# ---- block 1 ----
==> block_1/metal_density.png <==
25 x 25 tiles, from dark blue (low) to red (high), scaled to the fullest tile. Values are wire area over tile area, all layers added.
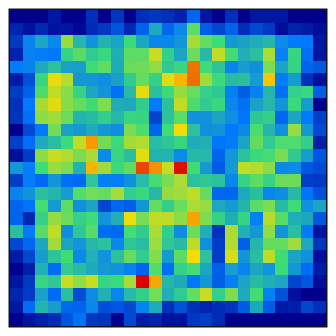

## config.mk

```make
export PLATFORM = sky130hd
export DESIGN_NAME = ahb_seg_shifter
export DESIGN_NICKNAME = d
export VERILOG_FILES = /design/src/rtl/ahb_seg_shifter_pkg.sv /design/src/rtl/ahb_seg_shifter_hex_decoder.sv /design/src/rtl/ahb_seg_shifter.sv
export SDC_FILE = /design/constraint.sdc
export NUM_CORES = 1
export LEC_CHECK = 0
export CORE_MARGIN = 2
export CORE_UTILIZATION = 60
export DETAILED_ROUTE_END_ITERATION = 12
export HOLD_SLACK_MARGIN = 0.05
export PLACE_DENSITY_LB_ADDON = 0.05
export SLEW_MARGIN = 20
export SYNTH_ARGS = -nofsm -noshare
export SYNTH_HDL_FRONTEND = slang
export SYNTH_SLANG_ARGS = --single-unit
export TNS_END_PERCENT = 30
```

## constraint.sdc

```tcl
create_clock -name HCLK -period 3.6 [get_ports HCLK]
set_input_delay 0.72 -clock HCLK [delete_from_list [all_inputs] [get_ports HCLK]]
set_output_delay 0.72 -clock HCLK [all_outputs]
set_load 0.02 [all_outputs]
```

## src/rtl/ahb_seg_shifter_pkg.sv

```systemverilog
// Shared constants, FSM encoding and hex->7-segment table for ahb_seg_shifter.
package ahb_seg_shifter_pkg;

  // Register word offsets (HADDR[3:2])
  localparam logic [1:0] SegDataLo = 2'd0;
  localparam logic [1:0] SegDataHi = 2'd1;
  localparam logic [1:0] SegStatus = 2'd2;

  localparam logic [1:0] HtransNonseq = 2'b10;

  typedef enum logic [1:0] {
    StIdle,
    StShift,
    StLatch
  } seg_state_e;

  // Active-low segments {dp,g,f,e,d,c,b,a}, dp off
  function automatic logic [7:0] seg_hex_lut(input logic [3:0] nibble);
    logic [7:0] seg;
    case (nibble)
      4'h0:    seg = 8'hC0;
      4'h1:    seg = 8'hF9;
      4'h2:    seg = 8'hA4;
      4'h3:    seg = 8'hB0;
      4'h4:    seg = 8'h99;
      4'h5:    seg = 8'h92;
      4'h6:    seg = 8'h82;
      4'h7:    seg = 8'hF8;
      4'h8:    seg = 8'h80;
      4'h9:    seg = 8'h90;
      4'hA:    seg = 8'h88;
      4'hB:    seg = 8'h83;
      4'hC:    seg = 8'hC6;
      4'hD:    seg = 8'hA1;
      4'hE:    seg = 8'h86;
      default: seg = 8'h8E;
    endcase
    return seg;
  endfunction

endpackage

```

## src/rtl/ahb_seg_shifter_hex_decoder.sv

```systemverilog
// Combinational nibble -> 7-segment byte decoder; only built with SEG_HEX_DECODE_EN.
`ifdef SEG_HEX_DECODE_EN
module ahb_seg_shifter_hex_decoder
  import ahb_seg_shifter_pkg::*;
(
  input  logic [3:0] nibble,
  output logic [7:0] segments
);

  assign segments = seg_hex_lut(nibble);

endmodule
`endif

```

## src/rtl/ahb_seg_shifter.sv

```systemverilog
// AHB-Lite slave serialising a 64-bit frame onto the segment shift chain.
// Optional HEX write mode at offset 0x8 is enabled by defining SEG_HEX_DECODE_EN.
module ahb_seg_shifter
  import ahb_seg_shifter_pkg::*;
#(
  parameter int unsigned CLK_DIV    = 2,
  parameter int unsigned PEN_CYCLES = 4,
  parameter int unsigned FRAME_BITS = 64
) (
  input  logic        HCLK,
  input  logic        HRESETn,
  input  logic        HSEL,
  input  logic [3:0]  HADDR,
  input  logic [1:0]  HTRANS,
  input  logic        HWRITE,
  input  logic [2:0]  HSIZE,
  input  logic        HREADY,
  input  logic [31:0] HWDATA,
  output logic [31:0] HRDATA,
  output logic        HREADYOUT,
  output logic        HRESP,
  output logic        seg_clk,
  output logic        seg_pen,
  output logic        seg_do
);

  localparam int unsigned IdxW = $clog2(FRAME_BITS);
  localparam int unsigned DivW = $clog2(CLK_DIV + 1);
  localparam int unsigned PenW = $clog2(PEN_CYCLES + 1);

  seg_state_e      state_q, state_d;
  logic            dp_valid_q, dp_write_q;
  logic [1:0]      dp_addr_q;
  logic [31:0]     stage_lo_q, stage_lo_d, stage_hi_q, stage_hi_d;
  logic [63:0]     shadow_q, shadow_d, new_shadow;
  logic [15:0]     frame_cnt_q, frame_cnt_d;
  logic [IdxW-1:0] bit_idx_q, bit_idx_d, next_idx;
  logic [DivW-1:0] div_cnt_q, div_cnt_d;
  logic [PenW-1:0] pen_cnt_q, pen_cnt_d;
  logic            seg_clk_q, seg_clk_d, seg_pen_q, seg_pen_d, seg_do_q, seg_do_d;
  logic [31:0]     rdata_q, rdata_d;
  logic            addr_accept, dp_wr, wr_lo, wr_start_hi, wr_start_hex, start_req, commit, busy;
  logic            unused_bits;

  assign unused_bits = ^{HSIZE, HADDR[1:0]};

  assign addr_accept  = HSEL & ((HTRANS & HtransNonseq) == HtransNonseq) & HREADY;
  assign dp_wr        = dp_valid_q & dp_write_q;
  assign wr_lo        = dp_wr & (dp_addr_q == SegDataLo);
  assign wr_start_hi  = dp_wr & (dp_addr_q == SegDataHi);
  assign busy         = (state_q != StIdle);
  assign start_req    = wr_start_hi | wr_start_hex;
  assign commit       = start_req & ~busy;
  // A frame-start write stalls until the previous frame has fully latched
  assign HREADYOUT    = ~(start_req & busy);
  assign HRESP        = 1'b0;
  assign HRDATA       = rdata_q;
  assign seg_clk      = seg_clk_q;
  assign seg_pen      = seg_pen_q;
  assign seg_do       = seg_do_q;

`ifdef SEG_HEX_DECODE_EN
  logic [63:0] hex_frame;

  assign wr_start_hex = dp_wr & (dp_addr_q == SegStatus);

  for (genvar n = 0; n < 8; n++) begin : g_hex
    ahb_seg_shifter_hex_decoder u_dec (
      .nibble   (HWDATA[4*n +: 4]),
      .segments (hex_frame[8*n +: 8])
    );
  end

  assign new_shadow = wr_start_hex ? hex_frame : {HWDATA, stage_lo_q};
`else
  assign wr_start_hex = 1'b0;
  assign new_shadow   = {HWDATA, stage_lo_q};
`endif

  assign next_idx = bit_idx_q - 1'b1;

  always_comb begin
    state_d     = state_q;
    bit_idx_d   = bit_idx_q;
    div_cnt_d   = div_cnt_q;
    pen_cnt_d   = pen_cnt_q;
    seg_clk_d   = seg_clk_q;
    seg_pen_d   = seg_pen_q;
    seg_do_d    = seg_do_q;
    shadow_d    = shadow_q;
    frame_cnt_d = frame_cnt_q;
    stage_lo_d  = wr_lo ? HWDATA : stage_lo_q;
    stage_hi_d  = (commit & wr_start_hi) ? HWDATA : stage_hi_q;

    unique case (state_q)
      StIdle: begin
        if (commit) begin
          state_d   = StShift;
          shadow_d  = new_shadow;
          bit_idx_d = IdxW'(FRAME_BITS - 1);
          div_cnt_d = '0;
          seg_clk_d = 1'b0;
          seg_do_d  = new_shadow[FRAME_BITS-1];
        end
      end
      StShift: begin
        if (div_cnt_q == DivW'(CLK_DIV - 1)) begin
          div_cnt_d = '0;
          seg_clk_d = ~seg_clk_q;
          // Falling edge: advance to the next bit, or latch after bit 0
          if (seg_clk_q) begin
            if (bit_idx_q == '0) begin
              state_d   = StLatch;
              seg_pen_d = 1'b1;
              pen_cnt_d = '0;
            end else begin
              bit_idx_d = next_idx;
              seg_do_d  = shadow_q[next_idx];
            end
          end
        end else begin
          div_cnt_d = div_cnt_q + 1'b1;
        end
      end
      StLatch: begin
        if (pen_cnt_q == PenW'(PEN_CYCLES - 1)) begin
          seg_pen_d   = 1'b0;
          frame_cnt_d = frame_cnt_q + 16'd1;
          state_d     = StIdle;
        end else begin
          pen_cnt_d = pen_cnt_q + 1'b1;
        end
      end
      default: state_d = StIdle;
    endcase
  end

  // Read data is captured at the address phase; bypass a write landing in the same cycle
  always_comb begin
    rdata_d = rdata_q;
    if (addr_accept && !HWRITE) begin
      unique case (HADDR[3:2])
        SegDataLo: rdata_d = wr_lo ? HWDATA : stage_lo_q;
        SegDataHi: rdata_d = (commit & wr_start_hi) ? HWDATA : stage_hi_q;
        SegStatus: rdata_d = {frame_cnt_q, 15'b0, busy};
        default:   rdata_d = 32'h0;
      endcase
    end
  end

  always_ff @(posedge HCLK or negedge HRESETn) begin
    if (!HRESETn) begin
      state_q     <= StIdle;
      dp_valid_q  <= 1'b0;
      dp_write_q  <= 1'b0;
      dp_addr_q   <= 2'd0;
      stage_lo_q  <= '0;
      stage_hi_q  <= '0;
      shadow_q    <= '0;
      frame_cnt_q <= '0;
      bit_idx_q   <= '0;
      div_cnt_q   <= '0;
      pen_cnt_q   <= '0;
      seg_clk_q   <= 1'b0;
      seg_pen_q   <= 1'b0;
      seg_do_q    <= 1'b0;
      rdata_q     <= '0;
    end else begin
      if (HREADY) begin
        dp_valid_q <= addr_accept;
        dp_write_q <= HWRITE;
        dp_addr_q  <= HADDR[3:2];
      end
      state_q     <= state_d;
      stage_lo_q  <= stage_lo_d;
      stage_hi_q  <= stage_hi_d;
      shadow_q    <= shadow_d;
      frame_cnt_q <= frame_cnt_d;
      bit_idx_q   <= bit_idx_d;
      div_cnt_q   <= div_cnt_d;
      pen_cnt_q   <= pen_cnt_d;
      seg_clk_q   <= seg_clk_d;
      seg_pen_q   <= seg_pen_d;
      seg_do_q    <= seg_do_d;
      rdata_q     <= rdata_d;
    end
  end

endmodule
```

# ---- block 2 ----
[config.mk]
export PLATFORM = sky130hd
export DESIGN_NAME = multi_channel_match_monitor
export DESIGN_NICKNAME = d
export VERILOG_FILES = /design/src/rtl/multi_channel_match_monitor.sv
export SDC_FILE = /design/constraint.sdc
export NUM_CORES = 1
export LEC_CHECK = 0
export CORE_UTILIZATION = 40
export CTS_CLUSTER_DIAMETER = 120
export DETAILED_ROUTE_END_ITERATION = 8
export GPL_TIMING_DRIVEN = 0
export PLACE_DENSITY = 0.69
export SLEW_MARGIN = 20
export SYNTH_ARGS = -nofsm -noshare
export SYNTH_HDL_FRONTEND = slang
export SYNTH_SLANG_ARGS = --single-unit
export TNS_END_PERCENT = 10
[constraint.sdc]
create_clock -name clk_i -period 2.4 [get_ports clk_i]
set_clock_uncertainty 0.1 [all_clocks]
set_input_delay 0.36 -clock clk_i [delete_from_list [all_inputs] [get_ports clk_i]]
set_output_delay 0.36 -clock clk_i [all_outputs]
set_load 0.02 [all_outputs]
[src/rtl/multi_channel_match_monitor.sv]
// rtl/multi_channel_match_monitor.sv - per-channel match monitor: sticky hit, pulse, saturating count, first-hit time
module multi_channel_match_monitor #(
   parameter int                NCH       = 4,
   parameter int                WIDTH     = 3,
   parameter int                CNT_W     = 8,
   parameter int                TS_W      = 16,
   parameter logic [WIDTH-1:0]  IDLE_DATA = '0
) (
   input  logic                  clk_i,
   input  logic                  rst_i,
   input  logic                  arm_i,
   input  logic                  clr_i,
   input  logic [WIDTH-1:0]      match_val_i,
   input  logic [NCH-1:0]        in_valid_i,
   input  logic [NCH*WIDTH-1:0]  in_data_i,
   output logic [NCH*WIDTH-1:0]  data_q_o,
   output logic [NCH-1:0]        hit_o,
   output logic [NCH-1:0]        hit_pulse_o,
   output logic [NCH*CNT_W-1:0]  hit_count_o,
   output logic [NCH*TS_W-1:0]   hit_time_o,
   output logic                  any_hit_o
);

   typedef enum logic [1:0] {
      S_IDLE  = 2'd0,
      S_ARMED = 2'd1,
      S_HIT   = 2'd2
   } state_t;

   logic [TS_W-1:0] ts_q;
   logic [NCH-1:0]  hit_d;
   logic            any_hit_q;

   // Free-running cycle timestamp, only reset clears it
   always_ff @(posedge clk_i) begin
      if (rst_i) begin
         ts_q <= '0;
      end else begin
         ts_q <= ts_q + TS_W'(1);
      end
   end

   for (genvar c = 0; c < NCH; c++) begin : g_ch
      state_t           state_q;
      logic [WIDTH-1:0] data_q;
      logic             hit_q;
      logic             pulse_q;
      logic [CNT_W-1:0] cnt_q;
      logic [TS_W-1:0]  time_q;
      logic [WIDTH-1:0] din;
      logic             match;

      assign din   = in_data_i[c*WIDTH +: WIDTH];
      assign match = in_valid_i[c] && (din == match_val_i);

      // Next sticky hit; shared with any_hit so both registers move together
      assign hit_d[c] = !clr_i && (hit_q || ((state_q == S_ARMED) && match));

      // Per-channel data capture and IDLE/ARMED/HIT tracking with registered outputs
      always_ff @(posedge clk_i) begin
         if (rst_i) begin
            state_q <= S_IDLE;
            data_q  <= IDLE_DATA;
            hit_q   <= 1'b0;
            pulse_q <= 1'b0;
            cnt_q   <= '0;
            time_q  <= '0;
         end else begin
            data_q  <= in_valid_i[c] ? din : IDLE_DATA;
            hit_q   <= hit_d[c];
            pulse_q <= 1'b0;
            if (clr_i) begin
               state_q <= S_IDLE;
               cnt_q   <= '0;
               time_q  <= '0;
            end else begin
               case (state_q)
                  S_IDLE: begin
                     if (arm_i) state_q <= S_ARMED;
                  end
                  S_ARMED: begin
                     if (match) begin
                        state_q <= S_HIT;
                        pulse_q <= 1'b1;
                        time_q  <= ts_q;
                        cnt_q   <= (&cnt_q) ? cnt_q : cnt_q + CNT_W'(1);
                     end
                  end
                  S_HIT: begin
                     if (match) cnt_q <= (&cnt_q) ? cnt_q : cnt_q + CNT_W'(1);
                  end
                  default: state_q <= S_IDLE;
               endcase
            end
         end
      end

      assign data_q_o[c*WIDTH +: WIDTH]   = data_q;
      assign hit_o[c]                     = hit_q;
      assign hit_pulse_o[c]               = pulse_q;
      assign hit_count_o[c*CNT_W +: CNT_W] = cnt_q;
      assign hit_time_o[c*TS_W +: TS_W]    = time_q;
   end

   // Summary flag registered from next-state hits so it tracks hit_o exactly
   always_ff @(posedge clk_i) begin
      if (rst_i) begin
         any_hit_q <= 1'b0;
      end else begin
         any_hit_q <= |hit_d;
      end
   end

   assign any_hit_o = any_hit_q;

endmodule

## Gallery

Wires at chosen ports, followed through buffers.
Plate I
Bar = 20 µm.
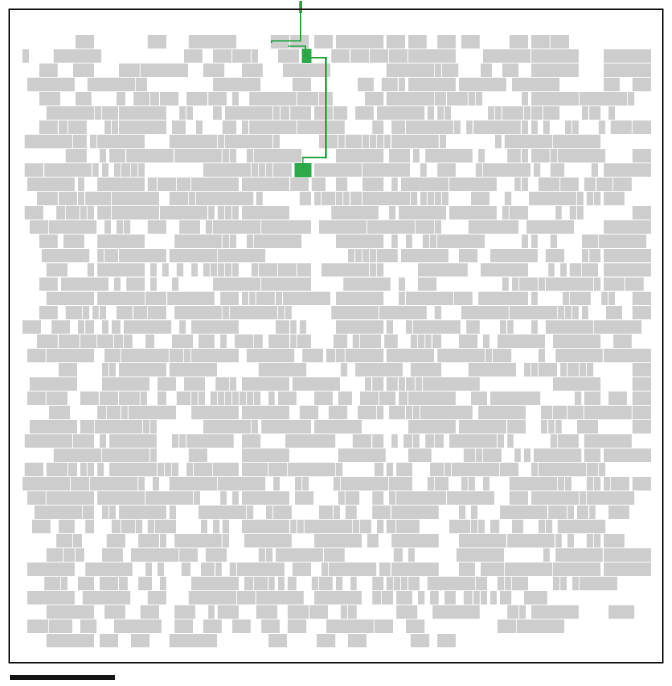
Plate II
Bar = 50 µm.
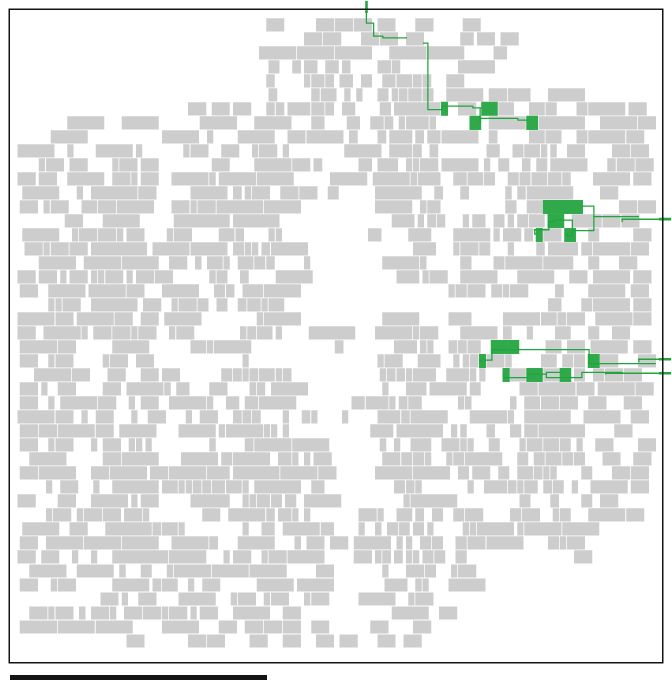
| from | picture |
|---|---|
| block 1 | Plate I |
| block 2 | Plate II |

Key to Plate I:
| colour | port | bits | direction | end cells | buffers | wire |
|---|---|---|---|---|---|---|
| green | `HSEL` | 1 | input | 2 | 1 | 46.4 µm |

==> block_1/power_grid.png <==
Bar = 20 µm. Pins as bars on the die edge. Tap cells in grey.
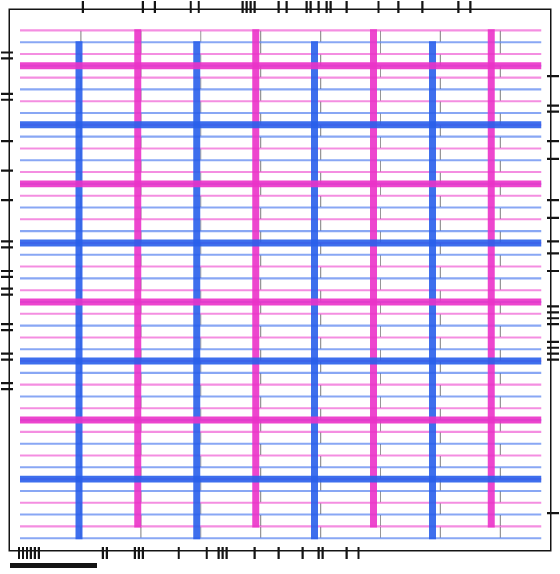
| colour | net |
|---|---|
| blue | VSS |
| magenta | VDD |
met5 straps: 8
signal pins: 83
rows: 43

==> block_1/placement_by_type.png <==
Fill, decap, tap and diode cells in grey.
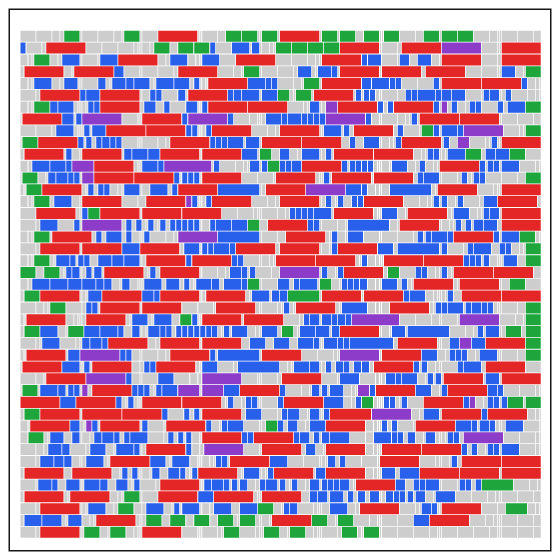
| colour | class | cells | share of their area |
|---|---|---|---|
| blue | combinational and other logic | 574 | 36% |
| green | remaining buffers and delay cells | 90 | 8.9% |
| purple | clock drivers and dummy loads | 32 | 5.8% |
| red | sequential cells | 196 | 49% |

## Picture notes: block_1/metal_density.png
tiles over half the peak: 25%
mean over tiles: 0.20
densest ninth of the die: centre
fullest tile: 0.56
via count of the routed design: 6,203
wire length per cell: 18.0 µm
overall fraction of global-route tracks in use: 26.0%
final wirelength: 19.3 mm

==> run summary, block 1 <==
Physical design

The flow ran to the end, and the final reports show no timing, DRC or antenna violations. The post-CTS setup-driven buffer insertion count stands at 0. In this run the clock root is driven by a clkbuf_16. Across all setup checks in the final design, the least slack found is 0.951 ns. STA classifies the critical path startpoint as a register.

Switching power as a fraction of the total was reported as between 30 and 40%. For this run, the leading register cell type out of synthesis is dfrtp_1. The post-synthesis chip area from yosys stands at 8690 µm². In the routed design, unresolved DRC markers number 0. Per STA, the highest per-stage delay on the worst path measures 0.63 ns. The number of antenna violations at the first check in global routing stands at 0. From the final report, the count of setup violators was given as 0. In this run the VDD rail shows a maximum IR drop of roughly 480 µV.

The chip footprint stands at 15,500 µm². Counting flops per register, the top entry is shadow_q.
==> block 1: metrics by stage <==
stage                     cell area (µm²)  hold slack [ns]  std cells  power, mW
after floorplan                      8690            0.424        815       4.95
after CTS                           10200            0.247       1072       7.74
final                               10200            0.229       1072       7.70
after detailed placement             9610            0.458       1040       5.83
after global routing                10200            0.258       1072       8.16
after global placement               9610            0.452       1040       5.70
==> block 1: layout make-up <==
class | instances | area (µm²)
Timing Repair Buffer | 90 | 892
Multi-Input combinational cell | 567 | 3570
Tap cell | 180 | 225
Fill cell | 958 | 3840
Inverter | 7 | 26.3
Clock inverter | 7 | 97.6
Clock buffer | 25 | 485
Sequential cell | 196 | 4910
==> block 1: placed cells by master (no fill, tap or decap), types with 5 or more instances in the layout <==
cell             netlist  routed
a21o_1                17      17
a21oi_1                5       5
a22o_1                16      16
a31oi_1               19      19
buf_4                  4      13
clkbuf_1              27       5
clkbuf_16              0      17
clkdlybuf4s50_1        0      74
clkinvlp_4             0       5
dfrtp_1              196     195
ha_1                   5       5
inv_1                  7       7
mux2_2                54      54
mux2i_1               56      56
mux4_1                 8       8
nand2_1              273     272
nand3_1               10      10
nor2_1                32      32
o21ai_0               23      23
xnor2_1               11      11
xor2_1                 7       7
==> block_2/metal_density.png <==
25 x 25 tiles, from dark blue (low) to red (high), scaled to the fullest tile. Values are wire area over tile area, all layers added.
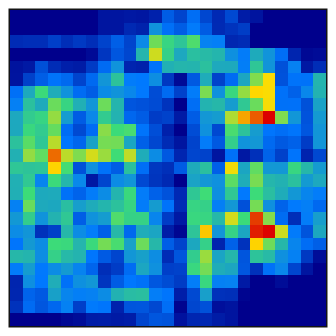
fullest tile: 0.62
densest ninth of the die: west
nearly empty tiles: 12%
wire length per cell: 15.8 µm
via count of the routed design: 5,244

==> run summary, block 2 <==
Physical design

The leakage dissipation stands at 2.93 nW. Measured in cells, the most critical reg-to-reg path has a length of 5. The least setup slack across all paths after layout stands at 0.250 ns.

The worst-case headroom to the max-slew limit stands at between 50% and 60%. Dividing the final minimum period by the clock period gives 89.6%. For hold timing, the worst endpoint is g_ch[3].state_q[0]$_SDFFE_PP0P_.

The flow ran to the end, and the final reports show no timing, DRC or antenna violations. The routed layout reports a DRC error count of 0. The area inside the core boundary stands at 15,200 µm². The horizontal die dimension stands at 127 µm.

The async set or reset register ratio after synthesis stands at 0%. Per the post-place timing report, worst setup slack is -0.0666 ns. The post-synthesis chip area from yosys stands at 6210 µm². The number of sequential cells reported for the layout is ~140.

CTS added clock buffers totalling 17. The count of yosys warnings during synthesis stands at 0. The share of the final layout cell area in sequential cells stands at between 30 and 40%. The synthesized design spends more area on one cell type than any other, namely dfxtp_1.

The overall fraction of global-route tracks in use stands at 20.9%. The post-CTS setup-driven buffer insertion count stands at 0. On the critical path the data arrives at 2.40 ns. The layout has 1,382 filler cells. TritonCTS built the clock tree.

The non-clock buffer contribution to total cell area stands at between 10% and 20%. The count of final hold-check violations stands at 0. The layout report lists the multi-input gate area as 3040 µm². Excluding fillers, the count of instances in the completed layout stands at 1,023. The count of non-CTS inverters in the layout stands at 23. Row generation in the floorplan step produced 45 rows.

The most common logic cell in the final layout is dfxtp_1. Once placement completed, the tool counted placed cells totaling 991. Summing all flip-flop and latch instances after layout gives 2820 µm². Max fanout on the critical path was recorded as 8.
-- block 2: cell families after synthesis --
family | synth area share, %
AND/OR/NAND/NOR | 22.0
flip-flops | 45.4
multiplexers | 13.2
buffers and inverters | 5.62
AND-OR/OR-AND | 6.08
XOR/XNOR | 3.46
adder cells (fa/ha/maj) | 4.23
-- block 2: routing by layer --
layer  routed length [µm]  vias to the layer above  track usage, %
met3                 1300                       24            7.80
met2                 7360                      176            34.5
met4                  254                        0            6.66
li1                     -                     2627               -
met1                 7290                     2417            25.2
met5                    0                        -               0
-- block 2: critical path, stage by stage (launching register included) --
cell and delay, ns:
dfxtp_1 0.52, ha_1 0.34, inv_1 0.10, or4_4 0.54
or3_1 0.31, a21oi_1 0.16
-- block 2: report_power, final --
part	internal (mW)	total, mW	switching (mW)
clock	1.67	2.81	1.13
sequential	2.36	2.37	0.0125
combinational	0.120	0.310	0.190
-- block 2: state kept, by name, summed over array words and instances (netlist names) --
signal / flops
g_ch.data_q: 12
any_hit_o: 1
g_ch.hit_q: 4
g_ch.pulse_q: 4
g_ch.time_q: 64
ts_q: 16
g_ch.cnt_q: 32
g_ch.state_q: 8

# ---- block 3 ----
$ cat src/rtl/aes_byte_loader.sv
// aes_byte_loader
// Byte-serial front/back end for a fixed-latency AES-128 pipeline. Key and
// plaintext bytes arrive MSB-first on an 8-bit valid/ready stream and are
// shifted into 128-bit registers that drive the pipeline directly. Once the
// block is complete the loader counts LATENCY edges, captures the ciphertext
// and streams it back out MSB-first. One block is in flight at a time; the
// key is kept across blocks until a new key byte arrives.
//
// Ports:
//   clk        - clock, rising edge
//   rst        - asynchronous active-high reset (clears key as well)
//   in_valid   - in_byte valid
//   in_ready   - loader accepts in_byte this cycle
//   in_byte    - key/plaintext byte, most significant first
//   in_is_key  - 1: key byte, 0: plaintext byte
//   aes_data   - plaintext to the pipeline Data_in
//   aes_key    - key to the pipeline key_in
//   aes_cipher - pipeline cipher_out
//   out_valid  - out_byte valid
//   out_ready  - sink accepts out_byte
//   out_byte   - ciphertext byte, most significant first
//   busy       - a block is waiting on the pipeline or draining
module aes_byte_loader #(
  parameter int LATENCY = 21
) (
  input  logic         clk,
  input  logic         rst,
  input  logic         in_valid,
  output logic         in_ready,
  input  logic [7:0]   in_byte,
  input  logic         in_is_key,
  output logic [127:0] aes_data,
  output logic [127:0] aes_key,
  input  logic [127:0] aes_cipher,
  output logic         out_valid,
  input  logic         out_ready,
  output logic [7:0]   out_byte,
  output logic         busy
);

  localparam int WCW = (LATENCY < 2) ? 1 : $clog2(LATENCY + 1);
  localparam logic [WCW-1:0] LAT_W = WCW'(LATENCY);

  typedef enum logic [1:0] {FILL, WAIT, DRAIN} state_t;

  state_t         state_q;
  logic [4:0]     data_cnt_q;
  logic [4:0]     key_cnt_q;
  logic           key_full_q;
  logic [127:0]   data_sr_q;
  logic [127:0]   key_sr_q;
  logic [WCW-1:0] wait_cnt_q;
  logic [127:0]   out_sr_q;
  logic [4:0]     out_cnt_q;
  logic           out_valid_q;
  logic           busy_q;
  logic           accept;

  // A full data register stalls further plaintext, but key bytes may still
  // complete the key; this is the only combinational input-to-output path.
  assign in_ready = (state_q == FILL) && !((data_cnt_q == 5'd16) && !in_is_key);
  assign accept   = in_valid && in_ready;

  assign aes_data  = data_sr_q;
  assign aes_key   = key_sr_q;
  assign out_valid = out_valid_q;
  assign out_byte  = out_sr_q[127:120];
  assign busy      = busy_q;

  always_ff @(posedge clk or posedge rst) begin
    if (rst) begin
      state_q     <= FILL;
      data_cnt_q  <= 5'd0;
      key_cnt_q   <= 5'd0;
      key_full_q  <= 1'b0;
      data_sr_q   <= 128'd0;
      key_sr_q    <= 128'd0;
      wait_cnt_q  <= '0;
      out_sr_q    <= 128'd0;
      out_cnt_q   <= 5'd0;
      out_valid_q <= 1'b0;
      busy_q      <= 1'b0;
    end else begin
      case (state_q)
        FILL: begin
          if (accept && in_is_key) begin
            key_sr_q <= {key_sr_q[119:0], in_byte};
            // A key byte arriving after a complete key starts a new key.
            if (key_full_q) begin
              key_cnt_q  <= 5'd1;
              key_full_q <= 1'b0;
            end else begin
              key_cnt_q <= key_cnt_q + 5'd1;
              if (key_cnt_q == 5'd15) key_full_q <= 1'b1;
            end
          end
          if (accept && !in_is_key) begin
            data_sr_q  <= {data_sr_q[119:0], in_byte};
            data_cnt_q <= data_cnt_q + 5'd1;
          end
          // Decided on registered counts, so this lands one edge after the
          // final byte; the pipeline inputs are settled from that edge on.
          if ((data_cnt_q == 5'd16) && key_full_q) begin
            state_q    <= WAIT;
            wait_cnt_q <= WCW'(1);
            busy_q     <= 1'b1;
          end
        end
        WAIT: begin
          if (wait_cnt_q == LAT_W) begin
            out_sr_q    <= aes_cipher;
            out_cnt_q   <= 5'd0;
            wait_cnt_q  <= '0;
            out_valid_q <= 1'b1;
            state_q     <= DRAIN;
          end else begin
            wait_cnt_q <= wait_cnt_q + WCW'(1);
          end
        end
        DRAIN: begin
          if (out_ready) begin
            out_sr_q  <= {out_sr_q[119:0], 8'd0};
            out_cnt_q <= out_cnt_q + 5'd1;
            // Key state is deliberately left alone so it can be reused.
            if (out_cnt_q == 5'd15) begin
              data_cnt_q  <= 5'd0;
              out_valid_q <= 1'b0;
              busy_q      <= 1'b0;
              state_q     <= FILL;
            end
          end
        end
        default: state_q <= FILL;
      endcase
    end
  end

endmodule
$ cat config.mk
export PLATFORM = sky130hd
export DESIGN_NAME = aes_byte_loader
export DESIGN_NICKNAME = d
export VERILOG_FILES = /design/src/rtl/aes_byte_loader.sv
export SDC_FILE = /design/constraint.sdc
export NUM_CORES = 1
export LEC_CHECK = 0
export ABC_CLOCK_PERIOD_IN_PS = 24200
export CAP_MARGIN = 20
export CORE_AREA = 2 2 239 241
export CTS_CLUSTER_SIZE = 16
export DETAILED_ROUTE_END_ITERATION = 8
export DIE_AREA = 0 0 241 243
export DONT_BUFFER_PORTS = 1
export GPL_TIMING_DRIVEN = 0
export PLACE_DENSITY = 0.43
export SYNTH_ARGS = -nofsm -noshare
export SYNTH_HDL_FRONTEND = slang
export SYNTH_SLANG_ARGS = --single-unit
$ cat constraint.sdc
create_clock -name clk -period 24.2 [get_ports clk]
set_input_delay 3.63 -clock clk [delete_from_list [all_inputs] [get_ports clk]]
set_output_delay 3.63 -clock clk [all_outputs]
set_load 0.01 [all_outputs]
==> block_3/placement.png <==
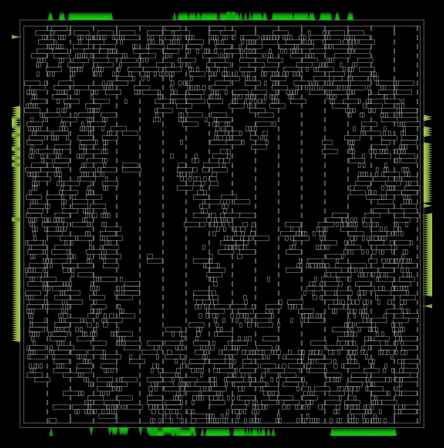
tapcells inserted: 756
number of rows created at floorplan: 87
CORE AREA: 56,000 µm²

==> run summary <==
Physical design

The leakage dissipation stands at 9.80 nW. Measured on the finished design, the core utilization comes to 34.6%. The synthesis log from Yosys contains 0 warnings. The flop-to-flop setup slack stands at ~22 ns. The worst-case headroom to the max-slew limit stands at 55.4%. Sorting the synthesis cell report by count puts at the top nand2_1. STA lists the startpoint of the worst hold path as key_cnt_q[4]$_DFFE_PP0P_. Global routing consumed, on the met2 layer, between 20 and 30% of the routing resources. The required time at the endpoint of the critical path stands at 20.57 ns. The number of nets handed over by synthesis was approximately 2,100. The number of placed I/O pins stands at 408.

Per Yosys stat, the portion of area used by sequential elements is 61.4%. The number of maximum-capacitance violations stands at 0. The critical-path maximum fanout stands at 4.

For this run, the leading register cell type out of synthesis is dfrtp_1. The endpoint identified for the worst register-to-register timing path is aes_data[68]$_DFFE_PP0P_. The number of remaining DRC errors stands at 0.

Non-clock buffers make up 3.79% of the layout cell area. The mean cell area of the mapped netlist stands at 8.67 µm². Dividing the detail-routed via count by the number of cells gives around 4.6. The die is 243 µm tall. Max-slew check failures listed in the final report amount to 0. Across all stage logs, warnings added up to 31. The clock transition at the registers of the reported paths stands at 0.06 ns. The total congestion overflow stands at 0. By area, registers come first. The cell sitting at the root of the clock tree is a clkbuf_16. Checking hold timing, the worst path is listed with class register to register.

The post-CTS resize count stands at 0. Setup slack closes at about 17 ns. Per the GRT log, the top usage layer is met2. The run finished with clean final reports. The remaining antenna violation count after routing stands at 0. The pin count of the biggest net entering global routing stands at 103. The data arrival time at the worst-slack endpoint stands at just under 4 ns.

For this design, Yosys synthesis ends with a cell count of 1,920. The buffer_ports step reported a buffer count of 0. The number of global-route vias before repair came to 12,851. At the end of the flow, the number of nets in the layout was 2,123. The final-layout worst hold slack stands at 0.499 ns.

The critical path goes through o21a_1. The share of power burned in registers stands at roughly half. The pre-placement core utilization stands at 29.8%. The finished cells cover 19,300 µm².

The switching share of total power stands at around 39%. The final layout contains a sequential cell count of 409. The HPWL after detailed placement stands at about 38 mm. The number of vias after detailed routing stands at 12,704. The aggregate negative setup slack stands at 0 ns.

The main area contributors are dfrtp_1, nand2_1, a31oi_1. The worst setup path is captured at an output pin. TritonCTS built the clock tree.
==> block_3/metal_density.png <==
24 x 24 tiles, from dark blue (low) to red (high), scaled to the fullest tile. Values are wire area over tile area, all layers added.
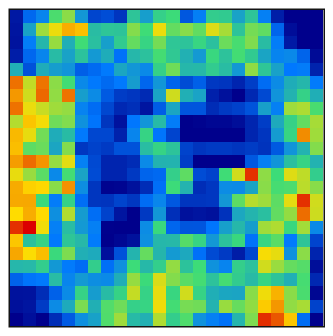
mean over tiles: 0.15
fullest tile: 0.39
tiles over half the peak: 29%

worst register-to-register path, stage by stage (launching register included):
cell and delay [ns]:
dfrtp_1 0.39, inv_1 0.10, ha_1 0.19, nand4bb_1 0.17, nand2_1 0.18, clkbuf_1 0.51
clkbuf_1 0.43, nand2_1 0.11, nand2_1 0.08
layer usage:
layer	wire, µm	vias up
met1	21200	6096
li1	-	6192
met3	5280	68
met4	977	2
met2	24300	346
met5	13	-
cell families after synthesis:
| family | share of synthesized area, % |
|---|---|
| buffers and inverters | 3.99 |
| adders and majority gates | 0.601 |
| and+or+nand+nor | 27.6 |
| DFF | 61.4 |
| AOI/OAI and AO/OA | 6.01 |
| muxes | 0.308 |
placed cells by master, fill, tap and decap left out, types with 3 or more instances in the layout:
cell type	n
a21oi_1	9
a31oi_1	122
buf_1	5
buf_16	4
buf_2	54
buf_4	21
bufinv_16	3
clkbuf_1	56
clkbuf_16	50
clkbuf_8	11
clkinv_2	7
clkinvlp_4	3
dfrtp_1	409
diode_2	3
ha_1	8
inv_1	10
mux2i_1	4
nand2_1	1042
nand3_1	6
nor2_1	125
o21ai_0	21

Power and IR drop assume default switching activity.
